=== hilo_divider ===
<file path="config.mk">
export PLATFORM = sky130hd
export DESIGN_NAME = hilo_divider
export DESIGN_NICKNAME = d
export VERILOG_FILES = /design/src/rtl/hilo_divider.sv
export SDC_FILE = /design/constraint.sdc
export NUM_CORES = 1
export LEC_CHECK = 0
export CORE_ASPECT_RATIO = 0.5
export CORE_MARGIN = 2
export CORE_UTILIZATION = 52
export CTS_CLUSTER_DIAMETER = 30
export DETAILED_ROUTE_END_ITERATION = 10
export PLACE_DENSITY = 0.77
export SLEW_MARGIN = 15
export SYNTH_ARGS = -nofsm -noshare
export SYNTH_HDL_FRONTEND = slang
export SYNTH_SLANG_ARGS = --single-unit
</file>
<file path="constraint.sdc">
create_clock -name clk -period 3 [get_ports clk]
set_input_delay 0.6 -clock clk [delete_from_list [all_inputs] [get_ports clk]]
set_output_delay 0.6 -clock clk [all_outputs]
set_load 0.005 [all_outputs]
</file>
<file path="src/rtl/hilo_divider.sv">
// Iterative radix-2 restoring divider producing DIV/DIVU results for the HI/LO unit.
// One quotient bit per cycle; remainder on hi_out, quotient on lo_out, single-cycle done pulse.
module hilo_divider #(
    parameter int unsigned BUS_WIDTH = 32
) (
    input  logic                 clk,
    input  logic                 rst,
    input  logic                 start_valid,
    output logic                 start_ready,
    input  logic [BUS_WIDTH-1:0] in1,
    input  logic [BUS_WIDTH-1:0] in2,
    input  logic                 is_signed,
    output logic                 busy,
    output logic                 done,
    output logic [BUS_WIDTH-1:0] hi_out,
    output logic [BUS_WIDTH-1:0] lo_out,
    output logic                 div_by_zero
);

    localparam int unsigned CNT_W = (BUS_WIDTH > 1) ? $clog2(BUS_WIDTH) : 1;

    typedef enum logic [1:0] {
        S_IDLE  = 2'd0,
        S_CALC  = 2'd1,
        S_FIXUP = 2'd2,
        S_DONE  = 2'd3
    } state_t;

    state_t               r_state;
    logic [BUS_WIDTH-1:0] r_rem;
    logic [BUS_WIDTH-1:0] r_quo;
    logic [BUS_WIDTH-1:0] r_divisor;
    logic [BUS_WIDTH-1:0] r_dividend_raw;
    logic                 r_q_neg;
    logic                 r_r_neg;
    logic                 r_dz;
    logic [CNT_W-1:0]     r_cnt;

    logic                 w_accept;
    logic                 w_in1_neg;
    logic                 w_in2_neg;
    logic [BUS_WIDTH-1:0] w_in1_mag;
    logic [BUS_WIDTH-1:0] w_in2_mag;
    logic [BUS_WIDTH:0]   w_rem_sh;
    logic [BUS_WIDTH:0]   w_trial;
    logic                 w_trial_neg;
    logic [BUS_WIDTH-1:0] w_rem_nxt;
    logic [BUS_WIDTH-1:0] w_quo_nxt;
    logic [BUS_WIDTH-1:0] w_lo_fix;
    logic [BUS_WIDTH-1:0] w_hi_fix;

    // Operand magnitudes; -2^(W-1) negates to itself, which is the correct unsigned magnitude.
    assign w_accept  = start_valid & start_ready;
    assign w_in1_neg = is_signed & in1[BUS_WIDTH-1];
    assign w_in2_neg = is_signed & in2[BUS_WIDTH-1];
    assign w_in1_mag = w_in1_neg ? (BUS_WIDTH'(0) - in1) : in1;
    assign w_in2_mag = w_in2_neg ? (BUS_WIDTH'(0) - in2) : in2;

    // Stored remainder is always below the divisor, so W bits hold it; the shifted value needs W+1.
    assign w_rem_sh    = {r_rem, r_quo[BUS_WIDTH-1]};
    assign w_trial     = w_rem_sh - {1'b0, r_divisor};
    assign w_trial_neg = w_trial[BUS_WIDTH];
    assign w_rem_nxt   = w_trial_neg ? w_rem_sh[BUS_WIDTH-1:0] : w_trial[BUS_WIDTH-1:0];
    assign w_quo_nxt   = {r_quo[BUS_WIDTH-2:0], ~w_trial_neg};

    assign w_lo_fix = r_q_neg ? (BUS_WIDTH'(0) - r_quo) : r_quo;
    assign w_hi_fix = r_r_neg ? (BUS_WIDTH'(0) - r_rem) : r_rem;

    // Control FSM with registered handshake, status and result outputs.
    always_ff @(posedge clk) begin
        if (rst) begin
            r_state        <= S_IDLE;
            r_rem          <= '0;
            r_quo          <= '0;
            r_divisor      <= '0;
            r_dividend_raw <= '0;
            r_q_neg        <= 1'b0;
            r_r_neg        <= 1'b0;
            r_dz           <= 1'b0;
            r_cnt          <= '0;
            start_ready    <= 1'b1;
            busy           <= 1'b0;
            done           <= 1'b0;
            hi_out         <= '0;
            lo_out         <= '0;
            div_by_zero    <= 1'b0;
        end else begin
            case (r_state)
                S_IDLE: begin
                    done <= 1'b0;
                    if (w_accept) begin
                        r_rem          <= '0;
                        r_quo          <= w_in1_mag;
                        r_divisor      <= w_in2_mag;
                        r_dividend_raw <= in1;
                        r_q_neg        <= is_signed & (in1[BUS_WIDTH-1] ^ in2[BUS_WIDTH-1]);
                        r_r_neg        <= w_in1_neg;
                        r_cnt          <= CNT_W'(BUS_WIDTH - 1);
                        start_ready    <= 1'b0;
                        busy           <= 1'b1;
                        if (in2 == '0) begin
                            r_dz    <= 1'b1;
                            r_state <= S_FIXUP;
                        end else begin
                            r_dz    <= 1'b0;
                            r_state <= S_CALC;
                        end
                    end
                end

                S_CALC: begin
                    r_rem <= w_rem_nxt;
                    r_quo <= w_quo_nxt;
                    if (r_cnt == '0) begin
                        r_state <= S_FIXUP;
                    end else begin
                        r_cnt <= r_cnt - CNT_W'(1);
                    end
                end

                // Zero divisor bypasses the sign fix: all-ones quotient, raw dividend as remainder.
                S_FIXUP: begin
                    if (r_dz) begin
                        lo_out <= '1;
                        hi_out <= r_dividend_raw;
                    end else begin
                        lo_out <= w_lo_fix;
                        hi_out <= w_hi_fix;
                    end
                    div_by_zero <= r_dz;
                    done        <= 1'b1;
                    r_state     <= S_DONE;
                end

                S_DONE: begin
                    done        <= 1'b0;
                    busy        <= 1'b0;
                    start_ready <= 1'b1;
                    r_state     <= S_IDLE;
                end

                default: begin
                    done        <= 1'b0;
                    busy        <= 1'b0;
                    start_ready <= 1'b1;
                    r_state     <= S_IDLE;
                end
            endcase
        end
    end

endmodule
</file>
Figure 1. Clock network drawn from the DEF (hilo_divider).
Scale: 2 px per um.
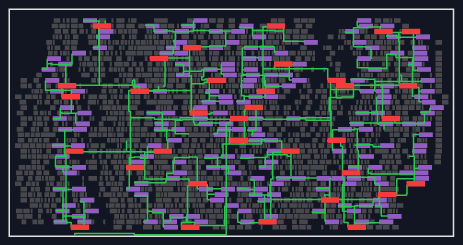
clock drivers: shown in red, count 34. flip-flops: shown in purple, count 206. clock wires: shown in green, length 2950 um.
There are 35 routed clock nets. Position of the flops: widely spread.

synthesized netlist by cell type, types with 44 or more instances:
cell type,instances
a211oi_1,61
ha_1,44
o21ai_0,108
inv_1,54
xor2_1,89
mux2i_1,68
clkbuf_1,81
a21oi_1,122
xnor2_1,55
nand2_1,262
dfxtp_1,206
nor2_1,157
power breakdown:
group / total (W) / internal (W) / leakage, nW / switching [W]
Clock: 0.00405 / 0.00256 / 0.583 / 0.00149
Sequential: 0.00384 / 0.00333 / 1.68 / 0.000505
Combinational: 0.00524 / 0.00232 / 3.99 / 0.00292
Total: 0.0131 / 0.00821 / 6.26 / 0.00492
==> results.json <==
{
  "synthXorXnorAreaFrac": 0.103,
  "dr_wl_met3_um": 1920,
  "dp_cells": 2062,
  "worst_slack_ps": -252,
  "finalClockSkew_ps": 15.3,
  "top_area_cell": "dfxtp_1",
  "syn_inst": 1584,
  "stdcell_count": 2134,
  "adder_share": 0.0464,
  "most-common-layout-cells": "nand2_1, dfxtp_1, nor2_1",
  "cp.depth": 16,
  "comb_cells": 1231,
  "status": "complete, but fails checks",
  "final-setup-viol-count": 33,
  "rrSetupSlack_ps": -250,
  "min_path_type": "reg -> reg",
  "grt_pass1_wl_um": 57400,
  "mux_share": 0.0572,
  "syn_nets": 1697,
  "top_area_cell_class": "multi-input combinational cells",
  "powerDensity_mw_per_mm2": 811,
  "routed_wl_um": 35300,
  "rsz0062_at_grt": "true",
  "grt.met2_usage": 0.455,
  "hold_viol_final": 0,
  "cp_top_family": "AND-OR/OR-AND gates",
  "tapCellCount": 307,
  "fmax_mhz": 308,
  "critPathKind": "reg -> reg",
  "num_io_pins": 136,
  "drc_errors": 7,
  "avgViaCountPerCell": 5.62,
  "required_ps": 3400,
  "clkCellAreaFrac": 0.0729,
  "violations": "DRC, setup timing"
}

=== ram_to_vga_flat ===
Figure 2. Signal metal coverage by tile (ram_to_vga_flat).
Scale: 3 px per um. 33 x 18 tiles, from black (low) to pale yellow (high), scaled to the fullest tile. Values are wire area over tile area, all layers added.
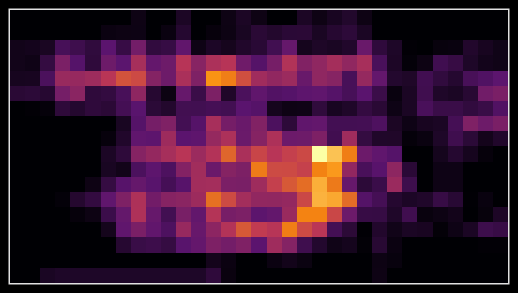
===== src/rtl/ram_to_vga_if.sv =====
// ram_to_vga_if: frame-RAM read port plus VGA pixel/sync bundle.
// master: scan-out engine (drives address, pixel and syncs)
// slave: RAM and writer side (drives read data and frame_done)
interface ram_to_vga_if;
  logic        frame_done;
  logic [18:0] ram_rdaddr;
  logic [7:0]  ram_q;
  logic [7:0]  pixel;
  logic        hsync;
  logic        vsync;
  logic        de;
  logic        frame_start;
  modport master(input frame_done, ram_q, output ram_rdaddr, pixel, hsync, vsync, de, frame_start);
  modport slave(output frame_done, ram_q, input ram_rdaddr, pixel, hsync, vsync, de, frame_start);
endinterface


===== src/rtl/ram_to_vga.sv =====
// ram_to_vga: scans the frame RAM out as a VGA stream with the image centred on a black border.
// clk: pixel clock; reset: asynchronous active-high
// bus.frame_done in: RAM holds a complete image; bus.ram_q in: RAM data, 1 clk after address
// bus.ram_rdaddr/pixel/hsync/vsync/de/frame_start out: registered, 2 clk behind the counters
module ram_to_vga #(
  parameter int H_ACTIVE = 640,
  parameter int H_FP     = 16,
  parameter int H_SYNC   = 96,
  parameter int H_BP     = 48,
  parameter int V_ACTIVE = 480,
  parameter int V_FP     = 10,
  parameter int V_SYNC   = 2,
  parameter int V_BP     = 33,
  parameter int IMG_W    = 320,
  parameter int IMG_H    = 240
) (
  input logic        clk,
  input logic        reset,
  ram_to_vga_if.master bus
);
  localparam int H_TOT = H_ACTIVE + H_FP + H_SYNC + H_BP;
  localparam int V_TOT = V_ACTIVE + V_FP + V_SYNC + V_BP;
  localparam int X0    = (H_ACTIVE - IMG_W) / 2;
  localparam int Y0    = (V_ACTIVE - IMG_H) / 2;
  typedef enum logic {WAIT_FRAME, DISPLAY} state_t;
  state_t      state_q, state_d;
  logic [9:0]  h_q, h_d, v_q, v_d;
  logic [18:0] addr_q, addr_d;
  logic        h_end, v_end;
  logic        hs1_q, vs1_q, de1_q, in1_q, dp1_q, fs1_q;
  logic [7:0]  pix_q;
  logic        hs_q, vs_q, de_q, fs_q;
  function automatic logic win(input logic [9:0] h, input logic [9:0] v);
    return h >= 10'(X0) && h < 10'(X0 + IMG_W) && v >= 10'(Y0) && v < 10'(Y0 + IMG_H);
  endfunction
  // The address is loaded from the next counter values so it is on the RAM
  // port during the counters' own cycle; the registered RAM answers one clk
  // later and the pixel register lands two clk behind the counters.
  always_comb begin
    h_end   = h_q == 10'(H_TOT - 1);
    v_end   = v_q == 10'(V_TOT - 1);
    h_d     = h_end ? 10'd0 : h_q + 10'd1;
    v_d     = h_end ? (v_end ? 10'd0 : v_q + 10'd1) : v_q;
    addr_d  = (h_d == 10'd0 && v_d == 10'd0) ? 19'd0 :
              (win(h_d, v_d) && !(h_d == 10'(X0) && v_d == 10'(Y0))) ? addr_q + 19'd1 : addr_q;
    state_d = (h_end && v_end) ? (bus.frame_done ? DISPLAY : WAIT_FRAME) : state_q;
  end
  always_ff @(posedge clk or posedge reset)
    if (reset) begin
      state_q <= WAIT_FRAME;
      h_q     <= '0;
      v_q     <= '0;
      addr_q  <= '0;
      hs1_q   <= 1'b1;
      vs1_q   <= 1'b1;
      de1_q   <= 1'b0;
      in1_q   <= 1'b0;
      dp1_q   <= 1'b0;
      fs1_q   <= 1'b0;
      pix_q   <= '0;
      hs_q    <= 1'b1;
      vs_q    <= 1'b1;
      de_q    <= 1'b0;
      fs_q    <= 1'b0;
    end else begin
      state_q <= state_d;
      h_q     <= h_d;
      v_q     <= v_d;
      addr_q  <= addr_d;
      hs1_q   <= !(h_q >= 10'(H_ACTIVE + H_FP) && h_q < 10'(H_ACTIVE + H_FP + H_SYNC));
      vs1_q   <= !(v_q >= 10'(V_ACTIVE + V_FP) && v_q < 10'(V_ACTIVE + V_FP + V_SYNC));
      de1_q   <= h_q < 10'(H_ACTIVE) && v_q < 10'(V_ACTIVE);
      in1_q   <= win(h_q, v_q);
      dp1_q   <= state_q == DISPLAY;
      fs1_q   <= h_q == 10'd0 && v_q == 10'd0;
      pix_q   <= (dp1_q && in1_q) ? bus.ram_q : 8'd0;
      hs_q    <= hs1_q;
      vs_q    <= vs1_q;
      de_q    <= de1_q;
      fs_q    <= fs1_q;
    end
  assign bus.ram_rdaddr  = addr_q;
  assign bus.pixel       = pix_q;
  assign bus.hsync       = hs_q;
  assign bus.vsync       = vs_q;
  assign bus.de          = de_q;
  assign bus.frame_start = fs_q;
endmodule


===== src/flat_wrapper.sv =====
// flat-port wrapper written by rule: the top's interface ports become plain ports
module ram_to_vga_flat 
#(
  parameter int H_ACTIVE = 640,
  parameter int H_FP     = 16,
  parameter int H_SYNC   = 96,
  parameter int H_BP     = 48,
  parameter int V_ACTIVE = 480,
  parameter int V_FP     = 10,
  parameter int V_SYNC   = 2,
  parameter int V_BP     = 33,
  parameter int IMG_W    = 320,
  parameter int IMG_H    = 240
)
  (clk, reset, bus_frame_done, bus_ram_q, bus_ram_rdaddr, bus_pixel, bus_hsync, bus_vsync, bus_de, bus_frame_start);
  ram_to_vga_if bus_i ();
  input logic clk;
  input logic reset;
  input wire logic [$bits(bus_i.frame_done)-1:0] bus_frame_done;
  input wire logic [$bits(bus_i.ram_q)-1:0] bus_ram_q;
  output wire logic [$bits(bus_i.ram_rdaddr)-1:0] bus_ram_rdaddr;
  output wire logic [$bits(bus_i.pixel)-1:0] bus_pixel;
  output wire logic [$bits(bus_i.hsync)-1:0] bus_hsync;
  output wire logic [$bits(bus_i.vsync)-1:0] bus_vsync;
  output wire logic [$bits(bus_i.de)-1:0] bus_de;
  output wire logic [$bits(bus_i.frame_start)-1:0] bus_frame_start;
  assign bus_i.frame_done = bus_frame_done;
  assign bus_i.ram_q = bus_ram_q;
  assign bus_ram_rdaddr = bus_i.ram_rdaddr;
  assign bus_pixel = bus_i.pixel;
  assign bus_hsync = bus_i.hsync;
  assign bus_vsync = bus_i.vsync;
  assign bus_de = bus_i.de;
  assign bus_frame_start = bus_i.frame_start;
  ram_to_vga #(.H_ACTIVE(H_ACTIVE), .H_FP(H_FP), .H_SYNC(H_SYNC), .H_BP(H_BP), .V_ACTIVE(V_ACTIVE), .V_FP(V_FP), .V_SYNC(V_SYNC), .V_BP(V_BP), .IMG_W(IMG_W), .IMG_H(IMG_H)) u_core (.clk(clk), .reset(reset), .bus(bus_i));
endmodule

===== config.mk =====
export PLATFORM = sky130hd
export DESIGN_NAME = ram_to_vga_flat
export DESIGN_NICKNAME = d
export VERILOG_FILES = /design/src/rtl/ram_to_vga_if.sv /design/src/rtl/ram_to_vga.sv /design/src/flat_wrapper.sv
export SDC_FILE = /design/constraint.sdc
export NUM_CORES = 1
export LEC_CHECK = 0
export ABC_AREA = 1
export CORE_AREA = 5 5 161 86
export DETAILED_ROUTE_END_ITERATION = 8
export DIE_AREA = 0 0 166 91
export PLACE_DENSITY_LB_ADDON = 0.12
export SKIP_CTS_REPAIR_TIMING = 1
export SLEW_MARGIN = 20
export SYNTH_ARGS = -nofsm -noshare
export SYNTH_HDL_FRONTEND = slang
export SYNTH_SLANG_ARGS = --single-unit

===== constraint.sdc =====
create_clock -name clk -period 2.74 [get_ports clk]
set_input_delay 0.411 -clock clk [delete_from_list [all_inputs] [get_ports clk]]
set_output_delay 0.411 -clock clk [all_outputs]
set_load 0.03 [all_outputs]

==> results.json <==
{
  "status": "finished, final reports clean",
  "coreArea_mm2": 0.0123,
  "place_ws_ps": 148,
  "yosys_cells": 485,
  "top_area_cell": "dfrtp_1",
  "power_frac_comb": 0.017,
  "num-nonclk-inverters": 68,
  "required_ps": 3010,
  "critPathMaxStageDelay_ps": 400,
  "setup_tns_ps": 0,
  "flop-count": 58,
  "clkCellAreaFrac": 0.0774,
  "comb_area_mm2": 0.00180,
  "critPathSlowestCell": "dfrtp_1",
  "die_area_mm2": 0.0151,
  "clk_pin_slew_ps": 50,
  "vias": 3422,
  "fin_nets": 554,
  "seq_power_share": 0.382,
  "synth_cell_types": 33,
  "crit_end": "u_core.bus.ram_rdaddr[0]$_DFFE_PP0P_",
  "cp.depth": 14,
  "worst_slack_ps": 270,
  "final-setup-viol-count": 0,
  "synth_warnings": 0,
  "cts_root_buf": "clkbuf_16",
  "tightest_slew_ps": 727,
  "num_io_pins": 42,
  "grt.total_usage": 0.151
}
About Figure 2:
The fullest tile reaches 0.70. The densest ninth of the die: middle. The mean over all tiles is 0.12. The emptiest ninth of the die: bottom right. 6.1% of the tiles are over half the peak.

per-stage QoR:
step | power, W | cell area, um^2 | std cells | hold slack, ps
finish | 0.00225 | 4560 | 712 | 351
global route | 0.00232 | 4560 | 712 | 356
CTS | 0.00227 | 4550 | 712 | 354
detailed placement | 0.000911 | 4190 | 696 | 340
global placement | 0.000912 | 4190 | 696 | 339
floorplan | 0.000887 | 3570 | 485 | 331
flip-flops by register name, indices dropped and copies added, names as in the netlist, 8 cells and up:
register               flops
u_core.h_q                10
u_core.bus.pixel           8
u_core.v_q                10
u_core.bus.ram_rdaddr     19


==> screenshots <==
Signal wires on met3.
shot_01.png
Scale: 4 px per um.
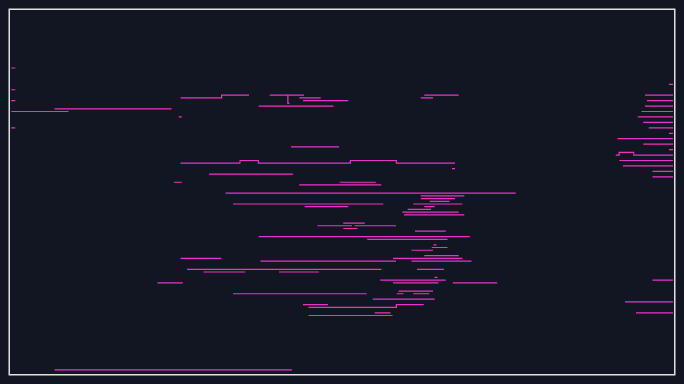
shot_02.png
Scale: 3 px per um.
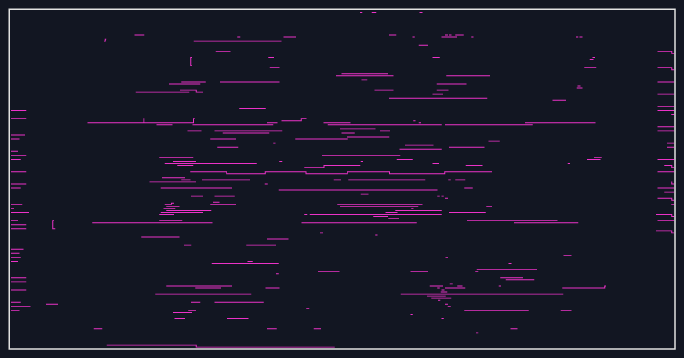
shot_01.png is ram_to_vga_flat.
shot_02.png is hilo_divider.
Of these, largest die: shot_02.png

Key to shot_01.png:
The layer carries 1090 um of wire. The layer holds 9.9% of the routed length. The longest straight run is 72.2 um.

Power figures rest on the tool's default switching activity, not on a simulated workload.
